######## design 1 ########
Design 1, wiring by layer:
Drawn at 4 px/µm.
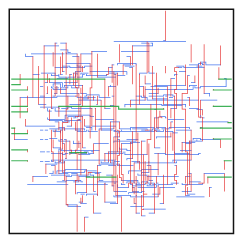
Design 1, congestion heat map:
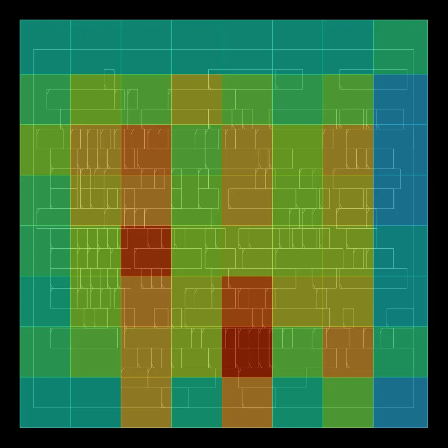
Design 1, clock wires, drivers and flops:
Drawn at 6 px/µm.
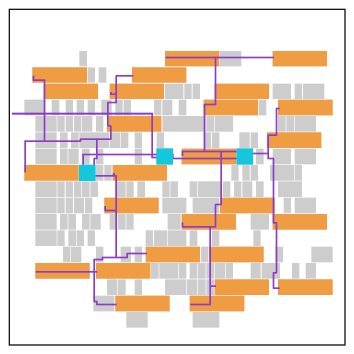
## config.mk

```make
export PLATFORM = sky130hd
export DESIGN_NAME = serial_subtractor
export DESIGN_NICKNAME = d
export VERILOG_FILES = /design/src/rtl/serial_subtractor.sv
export SDC_FILE = /design/constraint.sdc
export NUM_CORES = 1
export LEC_CHECK = 0
export ABC_AREA = 1
export CORE_MARGIN = 1.5
export CORE_UTILIZATION = 45
export CTS_CLUSTER_DIAMETER = 100
export DETAILED_ROUTE_END_ITERATION = 6
export GPL_TIMING_DRIVEN = 0
export PLACE_DENSITY = 0.79
export REMOVE_ABC_BUFFERS = 1
export SLEW_MARGIN = 20
export SYNTH_ARGS = -nofsm -noshare
export SYNTH_HDL_FRONTEND = slang
export SYNTH_SLANG_ARGS = --single-unit
export TNS_END_PERCENT = 50
```

## constraint.sdc

```tcl
create_clock -name clk -period 2.4 [get_ports clk]
set_input_delay 0.48 -clock clk [delete_from_list [all_inputs] [get_ports clk]]
set_output_delay 0.48 -clock clk [all_outputs]
set_load 0.1 [all_outputs]
```

## src/rtl/serial_subtractor.sv

```systemverilog
// Bit-serial LSB-first subtractor, result = a - b over WIDTH cycles.
// Define SERIAL_SUB_SIGNED_EN for two's-complement overflow instead of borrow.
module serial_subtractor #(
  parameter int WIDTH = 5
) (
  input  logic             clk,
  input  logic             rst_n,
  input  logic             start,
  input  logic [WIDTH-1:0] a,
  input  logic [WIDTH-1:0] b,
  output logic             busy,
  output logic             done,
  output logic [WIDTH-1:0] result,
  output logic             overflow
);

  localparam int CW = $clog2(WIDTH + 1);
  localparam logic [CW-1:0] LAST = CW'(WIDTH - 1);

  typedef enum logic [1:0] {
    S_IDLE,
    S_RUN,
    S_DONE
  } state_t;

  state_t           state_q, state_d;
  logic [WIDTH-1:0] a_sh_q, a_sh_d;
  logic [WIDTH-1:0] b_sh_q, b_sh_d;
  logic [WIDTH-1:0] res_sh_q, res_sh_d;
  logic [WIDTH-1:0] result_q, result_d;
  logic [CW-1:0]    cnt_q, cnt_d;
  logic             borrow_q, borrow_d;
  logic             ovf_q, ovf_d;

  logic             d_bit;
  logic             borrow_nx;
  logic             ovf_nx;
  logic [WIDTH-1:0] res_nx;

`ifdef SERIAL_SUB_SIGNED_EN
  // Operand sign bits are shifted out of a_sh/b_sh, so keep copies.
  logic a_msb_q, a_msb_d;
  logic b_msb_q, b_msb_d;
`endif

  always_comb begin
    d_bit     = a_sh_q[0] ^ b_sh_q[0] ^ borrow_q;
    borrow_nx = (~a_sh_q[0] & b_sh_q[0])
              | (~(a_sh_q[0] ^ b_sh_q[0]) & borrow_q);
    res_nx    = {d_bit, res_sh_q[WIDTH-1:1]};
`ifdef SERIAL_SUB_SIGNED_EN
    ovf_nx    = (a_msb_q ^ b_msb_q) & (d_bit ^ a_msb_q);
`else
    ovf_nx    = borrow_nx;
`endif
  end

  always_comb begin
    state_d  = state_q;
    a_sh_d   = a_sh_q;
    b_sh_d   = b_sh_q;
    res_sh_d = res_sh_q;
    result_d = result_q;
    cnt_d    = cnt_q;
    borrow_d = borrow_q;
    ovf_d    = ovf_q;
`ifdef SERIAL_SUB_SIGNED_EN
    a_msb_d  = a_msb_q;
    b_msb_d  = b_msb_q;
`endif
    unique case (state_q)
      S_IDLE: begin
        if (start) begin
          state_d  = S_RUN;
          a_sh_d   = a;
          b_sh_d   = b;
          res_sh_d = '0;
          cnt_d    = '0;
          borrow_d = 1'b0;
`ifdef SERIAL_SUB_SIGNED_EN
          a_msb_d  = a[WIDTH-1];
          b_msb_d  = b[WIDTH-1];
`endif
        end
      end
      S_RUN: begin
        a_sh_d   = a_sh_q >> 1;
        b_sh_d   = b_sh_q >> 1;
        res_sh_d = res_nx;
        borrow_d = borrow_nx;
        cnt_d    = cnt_q + CW'(1);
        if (cnt_q == LAST) begin
          state_d  = S_DONE;
          result_d = res_nx;
          ovf_d    = ovf_nx;
        end
      end
      S_DONE: begin
        state_d = S_IDLE;
      end
      default: begin
        state_d = S_IDLE;
      end
    endcase
  end

  always_ff @(posedge clk or negedge rst_n) begin
    if (!rst_n) begin
      state_q  <= S_IDLE;
      a_sh_q   <= '0;
      b_sh_q   <= '0;
      res_sh_q <= '0;
      result_q <= '0;
      cnt_q    <= '0;
      borrow_q <= 1'b0;
      ovf_q    <= 1'b0;
`ifdef SERIAL_SUB_SIGNED_EN
      a_msb_q  <= 1'b0;
      b_msb_q  <= 1'b0;
`endif
    end else begin
      state_q  <= state_d;
      a_sh_q   <= a_sh_d;
      b_sh_q   <= b_sh_d;
      res_sh_q <= res_sh_d;
      result_q <= result_d;
      cnt_q    <= cnt_d;
      borrow_q <= borrow_d;
      ovf_q    <= ovf_d;
`ifdef SERIAL_SUB_SIGNED_EN
      a_msb_q  <= a_msb_d;
      b_msb_q  <= b_msb_d;
`endif
    end
  end

  assign busy     = (state_q != S_IDLE);
  assign done     = (state_q == S_DONE);
  assign result   = result_q;
  assign overflow = ovf_q;

endmodule

```

==> report_table.html <==
<h2>Implementation results</h2>
<table>
<tr><th>Metric</th><th>Value</th></tr>
<tr><th colspan="2">Clock tree</th></tr>
<tr><td>Clock tree root buffer cell</td><td>clkbuf_4</td></tr>
<tr><td>Post-cts resize count</td><td>6</td></tr>
<tr><td>Buffer count from post-CTS setup fixing</td><td>0</td></tr>
<tr><td>H-tree levels</td><td>1</td></tr>
<tr><td>TritonCTS clock tree</td><td>built</td></tr>
<tr><td>Deepest clock path buffer count</td><td>2</td></tr>
<tr><th colspan="2">GRT</th></tr>
<tr><td>First-pass GRT wire length</td><td>3933 µm</td></tr>
<tr><td>Most used routing layer in global routing</td><td>met2</td></tr>
<tr><td>GRT overflow</td><td>0</td></tr>
<tr><td>Pin count of the biggest net entering global routing</td><td>27</td></tr>
<tr><td>Antenna violations before repair</td><td>0</td></tr>
<tr><th colspan="2">Route</th></tr>
<tr><td>Vias per cell</td><td>4.739</td></tr>
<tr><td>Routed WL</td><td>2086 µm</td></tr>
<tr><td>Remaining antenna violation count after routing</td><td>0</td></tr>
<tr><td>Wire length per cell after detailed routing</td><td>10.48 µm</td></tr>
<tr><td>Highest layer used for signal routing</td><td>met3</td></tr>
<tr><td>Detailed-routing wirelength on met1</td><td>952 µm</td></tr>
<tr><td>Routed met2 length</td><td>1013 µm</td></tr>
<tr><td>Drt initial violations</td><td>26</td></tr>
<tr><td>DRC Markers</td><td>0</td></tr>
<tr><th colspan="2">Layout</th></tr>
<tr><td>Combinational fraction of the cell area</td><td>30.46%</td></tr>
<tr><td>Area growth syn-to-layout</td><td>18.62%</td></tr>
<tr><td>Cell kind with the greatest summed area</td><td>registers</td></tr>
<tr><td>Share of final layout cell area taken by non-clock buffers</td><td>13.33%</td></tr>
<tr><td>Count of antenna diodes in the layout</td><td>0</td></tr>
<tr><td>Sequential cell area</td><td>650.6 µm²</td></tr>
<tr><td>Layout cell share with drive strength beyond 1</td><td>11.83%</td></tr>
<tr><td>Number of nets in the layout</td><td>186</td></tr>
<tr><th colspan="2">STA</th></tr>
<tr><td>Setup violation total in the final timing report</td><td>0</td></tr>
<tr><td>Timing-limited maximum frequency</td><td>434.1 MHz</td></tr>
<tr><td>Clock Skews</td><td>0.003214 ns</td></tr>
<tr><th colspan="2">Logic synthesis</th></tr>
<tr><td>Number of synthesized flops with an enable pin</td><td>0</td></tr>
<tr><td>Unique masters post-synth</td><td>18</td></tr>
<tr><td>Synth Instances</td><td>150</td></tr>
<tr><td>Post-Synthesis Mean Instance Area</td><td>8.333 µm²</td></tr>
<tr><td>Largest non-sequential cell family by area</td><td>simple AND/OR/NAND/NOR gates</td></tr>
<tr><td>Share of the synthesized area in the top cell type</td><td>52.05%</td></tr>
<tr><td>Area of the mapped netlist</td><td>1250 µm²</td></tr>
<tr><td>Mux area share</td><td>0%</td></tr>
<tr><td>Register bit total from synthesis</td><td>26</td></tr>
<tr><td>Count of instantiated cells in the yosys netlist</td><td>150</td></tr>
<tr><td>Biggest area contributors in the synthesized netlist</td><td>dfrtp_1 (52%), nand2_1 (17%), inv_1 (8.1%), o21ai_2 (5.6%), nand3_1 (3.2%)</td></tr>
<tr><th colspan="2">Placed design</th></tr>
<tr><td>Number of port buffers</td><td>20</td></tr>
<tr><th colspan="2">Power</th></tr>
<tr><td>Heaviest power group</td><td>combinational cells</td></tr>
<tr><td>Power density normalized to cell area</td><td>1486 nW/µm²</td></tr>
<tr><td>Design internal power</td><td>1.074 mW</td></tr>
<tr><td>Static Leak</td><td>0.7906 nW</td></tr>
<tr><td>Clock Power Share</td><td>10.0%</td></tr>
<tr><td>Max IR drop VDD</td><td>0.9594 mV</td></tr>
<tr><td>Sequential cell power</td><td>771 µW</td></tr>
<tr><th colspan="2">Critical path</th></tr>
<tr><td>Kind of cell adding the most delay to the critical path</td><td>buffers and inverters</td></tr>
<tr><td>Worst Path Buf+Inv</td><td>1</td></tr>
<tr><td>Number of cell instances on the worst register-to-register path</td><td>4</td></tr>
<tr><td>Crit. path cell count</td><td>1</td></tr>
<tr><td>Worst R2R End</td><td>b_sh_q[1]$_DFFE_PN0P_</td></tr>
<tr><th colspan="2">Flow run</th></tr>
<tr><td>Number of max-capacitance violations reported</td><td>0</td></tr>
<tr><td>Tool Warnings</td><td>26</td></tr>
<tr><th colspan="2">Floorplanning</th></tr>
<tr><td>Num rows</td><td>18</td></tr>
<tr><th colspan="2">Run status</th></tr>
<tr><td>Status</td><td>completed</td></tr>
</table>
## Picture notes: 'wiring by layer' of design 1
colour	layer	wire length
red	M2	1,010 µm
blue	M1	953 µm
green	M3	120 µm

## Picture notes: 'congestion heat map' of design 1
combined global-route utilization of all metal layers: 15.40%
met2 usage in global routing: 26.53%
met3 layer usage reported by global route: 5.581%

## Picture notes: 'clock wires, drivers and flops' of design 1
[cyan] clock-net drivers | count: 3
[purple] clock wires | length: 292 µm
[orange] flip-flops | count: 26
flops lie	all over the die
routed clock nets	4


######## design 2 ########
Design 2, wiring by layer:
Drawn at 4 px/µm.
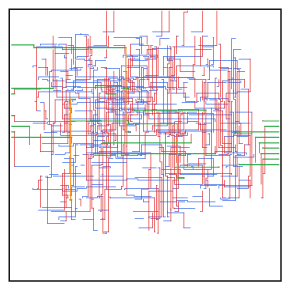
Design 2, met3 routing:
Drawn at 4 px/µm. Cells faint in the background.
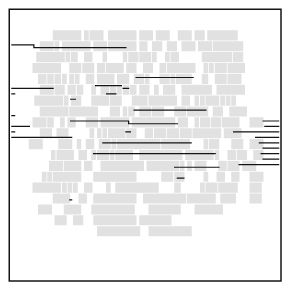
<file path="config.mk">
export PLATFORM = sky130hd
export DESIGN_NAME = lift_call_queue_flat
export DESIGN_NICKNAME = d
export VERILOG_FILES = /design/src/rtl/lift_call_queue_if.sv /design/src/rtl/lift_call_queue.sv /design/src/flat_wrapper.sv
export SDC_FILE = /design/constraint.sdc
export NUM_CORES = 1
export LEC_CHECK = 0
export ABC_CLOCK_PERIOD_IN_PS = 2800
export CAP_MARGIN = 40
export CORE_MARGIN = 4
export CORE_UTILIZATION = 49
export DETAILED_ROUTE_END_ITERATION = 10
export PLACE_DENSITY = 0.84
export SLEW_MARGIN = 20
export SYNTH_ARGS = -nofsm -noshare
export SYNTH_HDL_FRONTEND = slang
export SYNTH_SLANG_ARGS = --single-unit
</file>
<file path="constraint.sdc">
create_clock -name clk -period 2.8 [get_ports clk]
set_input_delay 0.7 -clock clk [delete_from_list [all_inputs] [get_ports clk]]
set_output_delay 0.7 -clock clk [all_outputs]
set_load 0.05 [all_outputs]
</file>
<file path="src/rtl/lift_call_queue_if.sv">
// Hall-call queue <-> controller/button-side signal bundle.
// master: drives button pulses and completion; slave: the queue itself.
// Ports: btn, lift_done (to queue); req_code, q_empty, q_count, lamp (from queue).
interface lift_call_queue_if;
  logic [5:0] btn;
  logic       lift_done;
  logic [2:0] req_code;
  logic       q_empty;
  logic [3:0] q_count;
  logic [5:0] lamp;

  modport master (
    output btn, lift_done,
    input  req_code, q_empty, q_count, lamp
  );

  modport slave (
    input  btn, lift_done,
    output req_code, q_empty, q_count, lamp
  );
endinterface

</file>
<file path="src/rtl/lift_call_queue.sv">
// Hall-call capture, dedup and FIFO for the lift controller.
// Latency: press to lamp 1 cycle, press to req_code >= 2 cycles; one enqueue and one pop per edge.
// Backpressure: a full FIFO leaves calls in pending (lamp lit) until a pop frees a slot.
// Ports: clk, rst (sync, active high), bus (slave modport: btn, lift_done in;
//        req_code, q_empty, q_count, lamp out).
module lift_call_queue #(
  parameter int DEPTH = 4
) (
  input  logic            clk,
  input  logic            rst,
  lift_call_queue_if.slave bus
);
  localparam int AW = $clog2(DEPTH);

  logic [2:0]    mem_q [DEPTH];
  logic [AW-1:0] rptr_q, rptr_d;
  logic [AW-1:0] wptr_q, wptr_d;
  logic [3:0]    count_q, count_d;
  logic [5:0]    pending_q, pending_d;
  logic [5:0]    queued_q, queued_d;

  logic [2:0] head_code;
  logic       empty;
  logic       pop;
  logic       enq;
  logic [2:0] enq_idx;
  logic [5:0] enq_mask;
  logic [5:0] pop_mask;
  logic [5:0] queued_after_pop;

  assign empty     = (count_q == 4'd0);
  assign head_code = mem_q[rptr_q];
  assign pop       = bus.lift_done && !empty;

  // Lowest set index of the registered pending set wins the single enqueue slot.
  always_comb begin
    enq_idx = 3'd0;
    for (int i = 5; i >= 0; i--) begin
      if (pending_q[i]) enq_idx = 3'(i);
    end
  end

  // A pop frees a slot on the same edge, so a full FIFO can still accept.
  assign enq      = (pending_q != 6'd0) && ((count_q != 4'(DEPTH)) || pop);
  assign enq_mask = enq ? (6'b000001 << enq_idx) : 6'd0;
  // Valid heads are codes 1..6, so code-1 is the call index being retired.
  assign pop_mask = pop ? (6'b000001 << (head_code - 3'd1)) : 6'd0;

  assign queued_after_pop = queued_q & ~pop_mask;

  always_comb begin
    // A press is dropped if the call is already waiting anywhere after this
    // edge's pop; a call retired on this edge may therefore be re-captured.
    pending_d = (pending_q & ~enq_mask) | (bus.btn & ~(pending_q | queued_after_pop));
    queued_d  = queued_after_pop | enq_mask;
    wptr_d    = enq ? AW'(wptr_q + 1'b1) : wptr_q;
    rptr_d    = pop ? AW'(rptr_q + 1'b1) : rptr_q;
    count_d   = count_q;
    if (enq && !pop)      count_d = count_q + 4'd1;
    else if (!enq && pop) count_d = count_q - 4'd1;
  end

  always_ff @(posedge clk) begin
    if (rst) begin
      rptr_q    <= '0;
      wptr_q    <= '0;
      count_q   <= 4'd0;
      pending_q <= 6'd0;
      queued_q  <= 6'd0;
    end else begin
      rptr_q    <= rptr_d;
      wptr_q    <= wptr_d;
      count_q   <= count_d;
      pending_q <= pending_d;
      queued_q  <= queued_d;
    end
  end

  // Storage needs no reset: entries are only visible while count_q covers them.
  always_ff @(posedge clk) begin
    if (enq && !rst) mem_q[wptr_q] <= enq_idx + 3'd1;
  end

  assign bus.req_code = empty ? 3'd0 : head_code;
  assign bus.q_empty  = empty;
  assign bus.q_count  = count_q;
  assign bus.lamp     = pending_q | queued_q;
endmodule

</file>
<file path="src/flat_wrapper.sv">
// flat-port wrapper written by rule: the top's interface ports become plain ports
module lift_call_queue_flat 
#(
  parameter int DEPTH = 4
)
  (clk, rst, bus_btn, bus_lift_done, bus_req_code, bus_q_empty, bus_q_count, bus_lamp);
  lift_call_queue_if bus_i ();
  input  logic clk;
  input  logic rst;
  input wire logic [$bits(bus_i.btn)-1:0] bus_btn;
  input wire logic [$bits(bus_i.lift_done)-1:0] bus_lift_done;
  output wire logic [$bits(bus_i.req_code)-1:0] bus_req_code;
  output wire logic [$bits(bus_i.q_empty)-1:0] bus_q_empty;
  output wire logic [$bits(bus_i.q_count)-1:0] bus_q_count;
  output wire logic [$bits(bus_i.lamp)-1:0] bus_lamp;
  assign bus_i.btn = bus_btn;
  assign bus_i.lift_done = bus_lift_done;
  assign bus_req_code = bus_i.req_code;
  assign bus_q_empty = bus_i.q_empty;
  assign bus_q_count = bus_i.q_count;
  assign bus_lamp = bus_i.lamp;
  lift_call_queue #(.DEPTH(DEPTH)) u_core (.clk(clk), .rst(rst), .bus(bus_i));
endmodule
</file>
==> report_table.html <==
<h2>Implementation results</h2>
<table>
<tr><th>Metric</th><th>Value</th></tr>
<tr><th colspan="2">Power</th></tr>
<tr><td>Relative contribution of combinational cells to total power</td><td>58.9%</td></tr>
<tr><td>Static Leak</td><td>0.9104 nW</td></tr>
<tr><td>Design internal power</td><td>1.382 mW</td></tr>
<tr><th colspan="2">Layout</th></tr>
<tr><td>Clock buf count</td><td>6</td></tr>
<tr><td>Post-layout util</td><td>63.82%</td></tr>
<tr><td>Number of non-filler instances in the completed layout</td><td>251</td></tr>
<tr><td>Number of nets in the layout</td><td>226</td></tr>
<tr><th colspan="2">Logic synthesis</th></tr>
<tr><td>Synth Instances</td><td>169</td></tr>
<tr><td>Mux area share</td><td>6.268%</td></tr>
<tr><td>Count of instantiated cells in the yosys netlist</td><td>169</td></tr>
<tr><td>Largest area contributor in the netlist</td><td>dfxtp_1</td></tr>
<tr><th colspan="2">GRT</th></tr>
<tr><td>Global routing usage on met1</td><td>21.87%</td></tr>
<tr><td>Pin count of the biggest net entering global routing</td><td>16</td></tr>
<tr><th colspan="2">Route</th></tr>
<tr><td>Routed met3 length</td><td>249 µm</td></tr>
<tr><td>Vias per cell</td><td>5.430</td></tr>
<tr><th colspan="2">Critical path</th></tr>
<tr><td>Master of the slowest instance on the critical path</td><td>mux4_2</td></tr>
<tr><td>R2r startpoint</td><td>u_core.pending_q[2]$_SDFF_PP0_</td></tr>
<tr><td>Worst Path Buf+Inv</td><td>1</td></tr>
<tr><th colspan="2">STA</th></tr>
<tr><td>Least setup slack across all paths after layout</td><td>0.1247 ns</td></tr>
<tr><td>Unrepaired setup endpoints after global routing</td><td>false</td></tr>
<tr><th colspan="2">Floorplanning</th></tr>
<tr><td>Area inside the core boundary</td><td>3390 µm²</td></tr>
<tr><td>Die area</td><td>4561 µm²</td></tr>
<tr><th colspan="2">Run status</th></tr>
<tr><td>Status</td><td>completed</td></tr>
</table>
Notes on 'wiring by layer' of design 2 above:
colour	layer	wire length
red	M2	1,980 µm
orange	M4	59.8 µm
blue	M1	1,530 µm
green	M3	249 µm
combined global-route utilization of all metal layers: 19.05%
total vias in the final route: 1,363
wire length per cell after detailed routing: 15.24 µm

Notes on 'met3 routing' of design 2 above:
share of all routed wire	6.5%
longest straight run	30.4 µm
main direction	horizontal
wire length on this layer	249 µm
met3 layer usage reported by global route: 4.992%
Routed WL: 3824 µm


######## design 3 ########
Design 3, congestion heat map:
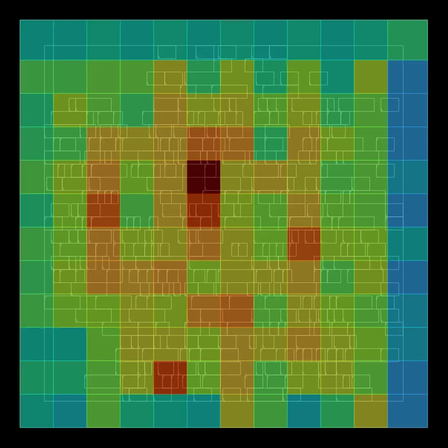
Design 3, met3 routing:
Drawn at 3 px/µm. Cells faint in the background.
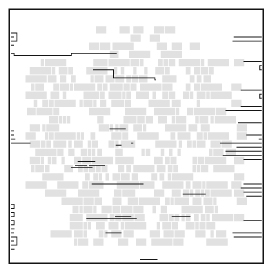
**src/rtl/audio_pkg.sv**
```systemverilog
// Shared audio-path definitions: frame controller state encoding and the
// default FFT bin count also used by the FFT wrapper.
package audio_pkg;

    // Bins forwarded per frame unless a block overrides it.
    localparam int HPS_MAX_BIN_DEFAULT = 512;

    // Frame controller sequencing states.
    typedef enum logic [2:0] {
        ALIGN,
        IDLE,
        PASS,
        DRAIN,
        DISCARD
    } hps_ctrl_state_t;

endpackage

```
**src/rtl/hps_frame_controller_if.sv**
```systemverilog
// Valid/ready stream with end-of-frame marker, as used between the FFT,
// the frame controller and the HPS.
interface Axis_If #(
    parameter int DWIDTH = 24
);
    logic [DWIDTH-1:0] data;
    logic              valid;
    logic              ready;
    logic              last;

    modport master (output data, output valid, output last, input ready);
    modport slave  (input data, input valid, input last, output ready);
endinterface

```
**src/rtl/hps_frame_controller_frame_skip_counter.sv**
```systemverilog
// Decimation counter: number of eligible frames still to discard before the
// next frame may be forwarded.
module frame_skip_counter (
    input  logic       clk,
    input  logic       reset,
    input  logic       reload,
    input  logic       dec,
    input  logic [3:0] skip,
    output logic       is_zero
);

    logic [3:0] count;

    // Reload on a forwarded frame start, count down on each skipped frame.
    always_ff @(posedge clk) begin
        // NOTE: registers are updated with <= so every flop samples the
        // pre-edge values; blocking here would create order-dependent races.
        if (reset) begin
            count <= '0;
        end else if (reload) begin
            count <= skip;
        end else if (dec && count != 4'd0) begin
            count <= count - 4'd1;
        end
    end

    assign is_zero = (count == 4'd0);

endmodule

```
**src/rtl/hps_frame_controller.sv**
```systemverilog
// Frame sequencer in front of the harmonic product spectrum: aligns to FFT
// frame boundaries and forwards bins 0..MAX_BIN-1 of selected frames.
module hps_frame_controller
    import audio_pkg::*;
#(
    parameter int DWIDTH    = 24,
    parameter int MAX_BIN   = HPS_MAX_BIN_DEFAULT,
    parameter int CNT_WIDTH = 16
) (
    input  logic                 clk,
    input  logic                 reset,
    Axis_If.slave                din,
    Axis_If.master               dout,
    input  logic                 enable,
    input  logic [3:0]           skip,
    input  logic                 hps_done,
    output logic                 busy,
    output logic [CNT_WIDTH-1:0] frame_count,
    output logic [CNT_WIDTH-1:0] drop_count,
    output logic                 err_short
);

    localparam int               BIN_W    = $clog2(MAX_BIN);
    localparam logic [BIN_W-1:0] LAST_BIN = BIN_W'(MAX_BIN - 1);

    hps_ctrl_state_t   state;
    hps_ctrl_state_t   next_state;
    logic [BIN_W-1:0]  bin_cnt;
    logic [DWIDTH-1:0] pass_data;
    logic              fwd;
    logic              fwd_hs;
    logic              last_beat;
    logic              frame_end;
    logic              skip_reload;
    logic              skip_dec;
    logic              skip_zero;
    logic              drop_inc;

    assign pass_data = din.data;

    frame_skip_counter u_skip (
        .clk     (clk),
        .reset   (reset),
        .reload  (skip_reload),
        .dec     (skip_dec),
        .skip    (skip),
        .is_zero (skip_zero)
    );

    // Next-state and handshake gating; data itself is a straight wire.
    always_comb begin
        // NOTE: every output gets a default before the case so no path
        // leaves a variable unassigned, which would infer a latch.
        next_state  = state;
        din.ready   = 1'b0;
        dout.valid  = 1'b0;
        dout.last   = 1'b0;
        dout.data   = pass_data;
        skip_reload = 1'b0;
        skip_dec    = 1'b0;
        drop_inc    = 1'b0;
        fwd         = 1'b0;
        fwd_hs      = 1'b0;
        last_beat   = 1'b0;
        frame_end   = 1'b0;

        if (!reset) begin
            case (state)
                ALIGN: begin
                    din.ready = 1'b1;
                    if (din.valid && din.last) next_state = IDLE;
                end
                IDLE: begin
                    if (din.valid) begin
                        if (enable && skip_zero && !busy) begin
                            // The frame's first beat is forwarded right away as bin 0.
                            skip_reload = 1'b1;
                            fwd         = 1'b1;
                            next_state  = PASS;
                        end else begin
                            din.ready = 1'b1;
                            if (enable && !skip_zero) skip_dec = 1'b1;
                            else if (enable)          drop_inc = 1'b1;
                            // A one-beat frame ends here; otherwise swallow the rest.
                            if (!din.last) next_state = DISCARD;
                        end
                    end
                end
                PASS: begin
                    fwd = 1'b1;
                end
                DRAIN, DISCARD: begin
                    din.ready = 1'b1;
                    if (din.valid && din.last) next_state = IDLE;
                end
                default: begin
                    next_state = ALIGN;
                end
            endcase

            if (fwd) begin
                last_beat  = din.last || (bin_cnt == LAST_BIN);
                dout.valid = din.valid;
                dout.last  = din.valid && last_beat;
                din.ready  = dout.ready;
                fwd_hs     = din.valid && dout.ready;
                frame_end  = fwd_hs && last_beat;
                if (frame_end) next_state = din.last ? IDLE : DRAIN;
            end
        end
    end

    // State register.
    always_ff @(posedge clk) begin
        if (reset) state <= ALIGN;
        else       state <= next_state;
    end

    // Bin index of the beat currently offered downstream.
    always_ff @(posedge clk) begin
        if (reset)          bin_cnt <= '0;
        else if (frame_end) bin_cnt <= '0;
        else if (fwd_hs)    bin_cnt <= bin_cnt + BIN_W'(1);
    end

    // Busy flag, wrapping status counters and sticky short-frame error.
    always_ff @(posedge clk) begin
        if (reset) begin
            busy        <= 1'b0;
            frame_count <= '0;
            drop_count  <= '0;
            err_short   <= 1'b0;
        end else begin
            // Setting busy for a finished frame wins over a coincident hps_done.
            if (frame_end) begin
                busy        <= 1'b1;
                frame_count <= frame_count + CNT_WIDTH'(1);
                if (din.last && bin_cnt != LAST_BIN) err_short <= 1'b1;
            end else if (hps_done) begin
                busy <= 1'b0;
            end
            if (drop_inc) drop_count <= drop_count + CNT_WIDTH'(1);
        end
    end

endmodule

```
**src/flat_wrapper.sv**
```systemverilog
// flat-port wrapper written by rule: the top's interface ports become plain ports
module hps_frame_controller_flat import audio_pkg::*;
#(
    parameter int DWIDTH    = 24,
    parameter int MAX_BIN   = HPS_MAX_BIN_DEFAULT,
    parameter int CNT_WIDTH = 16
)
  (clk, reset, enable, skip, hps_done, busy, frame_count, drop_count, err_short, din_data, din_valid, din_last, din_ready, dout_data, dout_valid, dout_last, dout_ready);
  Axis_If #(.DWIDTH(DWIDTH)) din_i ();
  Axis_If #(.DWIDTH(DWIDTH)) dout_i ();
  input  logic clk;
  input  logic reset;
  input  logic enable;
  input  logic [3:0] skip;
  input  logic hps_done;
  output logic busy;
  output logic [CNT_WIDTH-1:0] frame_count;
  output logic [CNT_WIDTH-1:0] drop_count;
  output logic err_short;
  input wire logic [$bits(din_i.data)-1:0] din_data;
  input wire logic [$bits(din_i.valid)-1:0] din_valid;
  input wire logic [$bits(din_i.last)-1:0] din_last;
  output wire logic [$bits(din_i.ready)-1:0] din_ready;
  output wire logic [$bits(dout_i.data)-1:0] dout_data;
  output wire logic [$bits(dout_i.valid)-1:0] dout_valid;
  output wire logic [$bits(dout_i.last)-1:0] dout_last;
  input wire logic [$bits(dout_i.ready)-1:0] dout_ready;
  assign din_i.data = din_data;
  assign din_i.valid = din_valid;
  assign din_i.last = din_last;
  assign din_ready = din_i.ready;
  assign dout_data = dout_i.data;
  assign dout_valid = dout_i.valid;
  assign dout_last = dout_i.last;
  assign dout_i.ready = dout_ready;
  hps_frame_controller #(.DWIDTH(DWIDTH), .MAX_BIN(MAX_BIN), .CNT_WIDTH(CNT_WIDTH)) u_core (.clk(clk), .reset(reset), .din(din_i), .dout(dout_i), .enable(enable), .skip(skip), .hps_done(hps_done), .busy(busy), .frame_count(frame_count), .drop_count(drop_count), .err_short(err_short));
endmodule
```
**config.mk**
```make
export PLATFORM = sky130hd
export DESIGN_NAME = hps_frame_controller_flat
export DESIGN_NICKNAME = d
export VERILOG_FILES = /design/src/rtl/audio_pkg.sv /design/src/rtl/hps_frame_controller_if.sv /design/src/rtl/hps_frame_controller_frame_skip_counter.sv /design/src/rtl/hps_frame_controller.sv /design/src/flat_wrapper.sv
export SDC_FILE = /design/constraint.sdc
export NUM_CORES = 1
export LEC_CHECK = 0
export CORE_MARGIN = 5
export CORE_UTILIZATION = 50
export CTS_BUF_LIST = sky130_fd_sc_hd__clkbuf_8
export DETAILED_ROUTE_END_ITERATION = 8
export HOLD_SLACK_MARGIN = 0.02
export PLACE_DENSITY_LB_ADDON = 0.3
export SETUP_SLACK_MARGIN = 0.5
export SLEW_MARGIN = 20
export SYNTH_ARGS = -nofsm -noshare
export SYNTH_HDL_FRONTEND = slang
export SYNTH_SLANG_ARGS = --single-unit
```
**constraint.sdc**
```tcl
create_clock -name clk -period 4.9 [get_ports clk]
set_input_delay 0.98 -clock clk [delete_from_list [all_inputs] [get_ports clk]]
set_output_delay 0.98 -clock clk [all_outputs]
set_load 0.02 [all_outputs]
```
==> report_table.html <==
<h2>Implementation results</h2>
<table>
<tr><th>Metric</th><th>Value</th></tr>
<tr><th colspan="2">STA</th></tr>
<tr><td>Worst Max-Slew Pin Slew</td><td>0.7277 ns</td></tr>
<tr><td>Final critical path time including I/O delays and setup</td><td>4.186 ns</td></tr>
<tr><td>Setup violation total in the final timing report</td><td>0</td></tr>
<tr><td>Final period util</td><td>85.44%</td></tr>
<tr><td>Hold Violations, Final</td><td>0</td></tr>
<tr><th colspan="2">Run status</th></tr>
<tr><td>Status</td><td>completed</td></tr>
<tr><th colspan="2">Critical path</th></tr>
<tr><td>Worst R2R End</td><td>u_core.state[2]$_SDFF_PP0_</td></tr>
<tr><td>Endpoint arrival time on the critical path</td><td>3.21 ns</td></tr>
<tr><td>R2r startpoint</td><td>u_core.bin_cnt[0]$_SDFFE_PP0P_</td></tr>
<tr><td>Crit. path cell count</td><td>5</td></tr>
<tr><td>Master of the slowest instance on the critical path</td><td>clkdlybuf4s50_1</td></tr>
<tr><th colspan="2">Power</th></tr>
<tr><td>Switching share of power</td><td>24.75%</td></tr>
<tr><td>Power consumed by the clock network</td><td>251 µW</td></tr>
<tr><td>Design internal power</td><td>549.7 µW</td></tr>
<tr><td>Clock Power Share</td><td>34.3%</td></tr>
<tr><td>Sequential cell power</td><td>414 µW</td></tr>
<tr><th colspan="2">Route</th></tr>
<tr><td>Vias per cell</td><td>5.415</td></tr>
<tr><td>Highest layer used for signal routing</td><td>met4</td></tr>
<tr><td>DRC Markers</td><td>0</td></tr>
<tr><td>Routed met2 length</td><td>2709 µm</td></tr>
<tr><th colspan="2">Layout</th></tr>
<tr><td>Post-route standard cell area excluding fillers</td><td>3184 µm²</td></tr>
<tr><td>Number of nets in the layout</td><td>385</td></tr>
<tr><td>Count of multi-input gates</td><td>228</td></tr>
<tr><td>Count of antenna diodes in the layout</td><td>0</td></tr>
<tr><td>Most instantiated logic cells after routing</td><td>dfxtp_1 (50), clkdlybuf4s50_1 (47), nor2_1 (45), xnor2_1 (22), nand2_1 (21)</td></tr>
<tr><td>Number of inverters outside the clock class in the layout</td><td>10</td></tr>
<tr><td>Layout cell share with drive strength beyond 1</td><td>6.957%</td></tr>
<tr><td>Combinational fraction of the cell area</td><td>46.33%</td></tr>
<tr><th colspan="2">Floorplanning</th></tr>
<tr><td>Vertical die dimension</td><td>84.17 µm</td></tr>
<tr><td>Area inside the core boundary</td><td>5439 µm²</td></tr>
<tr><td>Count of boundary I/O pins</td><td>96</td></tr>
<tr><td>Taps Inserted</td><td>72</td></tr>
<tr><th colspan="2">GRT</th></tr>
<tr><td>Pin count of the biggest net entering global routing</td><td>36</td></tr>
<tr><td>GRT overflow</td><td>0</td></tr>
<tr><td>Combined global-route utilization of all metal layers</td><td>16.45%</td></tr>
<tr><th colspan="2">Clock tree</th></tr>
<tr><td>Source-to-sink clock delay at the later pin of the worst-skew pair</td><td>0.30 ns</td></tr>
<tr><td>Post-cts resize count</td><td>0</td></tr>
<tr><td>Buffer count from post-CTS setup fixing</td><td>0</td></tr>
<tr><th colspan="2">Placed design</th></tr>
<tr><td>Placer congestion estimate</td><td>0.8090</td></tr>
<tr><td>Dpl cell area</td><td>3089 µm²</td></tr>
<tr><th colspan="2">Logic synthesis</th></tr>
<tr><td>Most frequently used cell type in the post-synthesis netlist</td><td>dfxtp_1</td></tr>
<tr><td>AND-OR/OR-AND Cells, Area Fraction</td><td>8.371%</td></tr>
<tr><td>Net count of the mapped netlist</td><td>365</td></tr>
<tr><td>Synth Instances</td><td>324</td></tr>
<tr><td>Area of the mapped netlist</td><td>2750 µm²</td></tr>
<tr><td>Biggest area contributors in the synthesized netlist</td><td>dfxtp_1 (36%), xnor2_1 (7.0%), buf_4 (6.6%), nor2_1 (6.1%), xor2_1 (3.2%)</td></tr>
<tr><td>Post-Synthesis Mean Instance Area</td><td>8.488 µm²</td></tr>
<tr><td>Yosys warning total</td><td>0</td></tr>
<tr><th colspan="2">Hold path</th></tr>
<tr><td>Path category of the worst min-delay check</td><td>reg -&gt; reg</td></tr>
</table>
## Picture notes: 'congestion heat map' of design 3
global routing usage on met1: 21.09%
wire length per cell after detailed routing: 13.64 µm

## Picture notes: 'met3 routing' of design 3
nets with wire on the layer	48
longest straight run	19.1 µm
met3 layer usage reported by global route: 4.318%
Routed WL: 5687 µm
total vias in the final route: 2,258



==> notes/layouts.md <==
Pictures saved along the way, in no particular order.

Sequential cells grouped by signal name.
Plate I
Drawn at 3 px/µm.
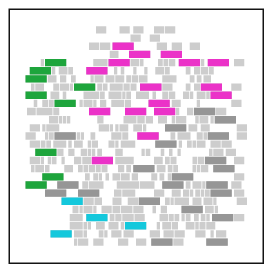
Plate II
Drawn at 4 px/µm.
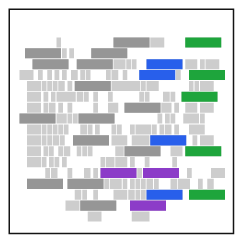
Plate III
Drawn at 4 px/µm.
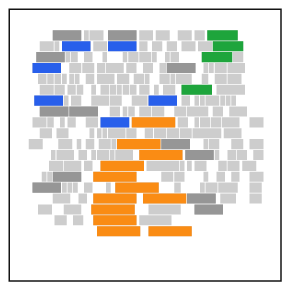
| from | picture |
|---|---|
| design 2 | Plate III |
| design 1 | Plate II |
| design 3 | Plate I |

Key to Plate II:
colour	name in the netlist	placed flops
purple	cnt_q	3
green	result	5
blue	res_sh_q	4

Power figures rest on the tool's default switching activity, not on a simulated workload.
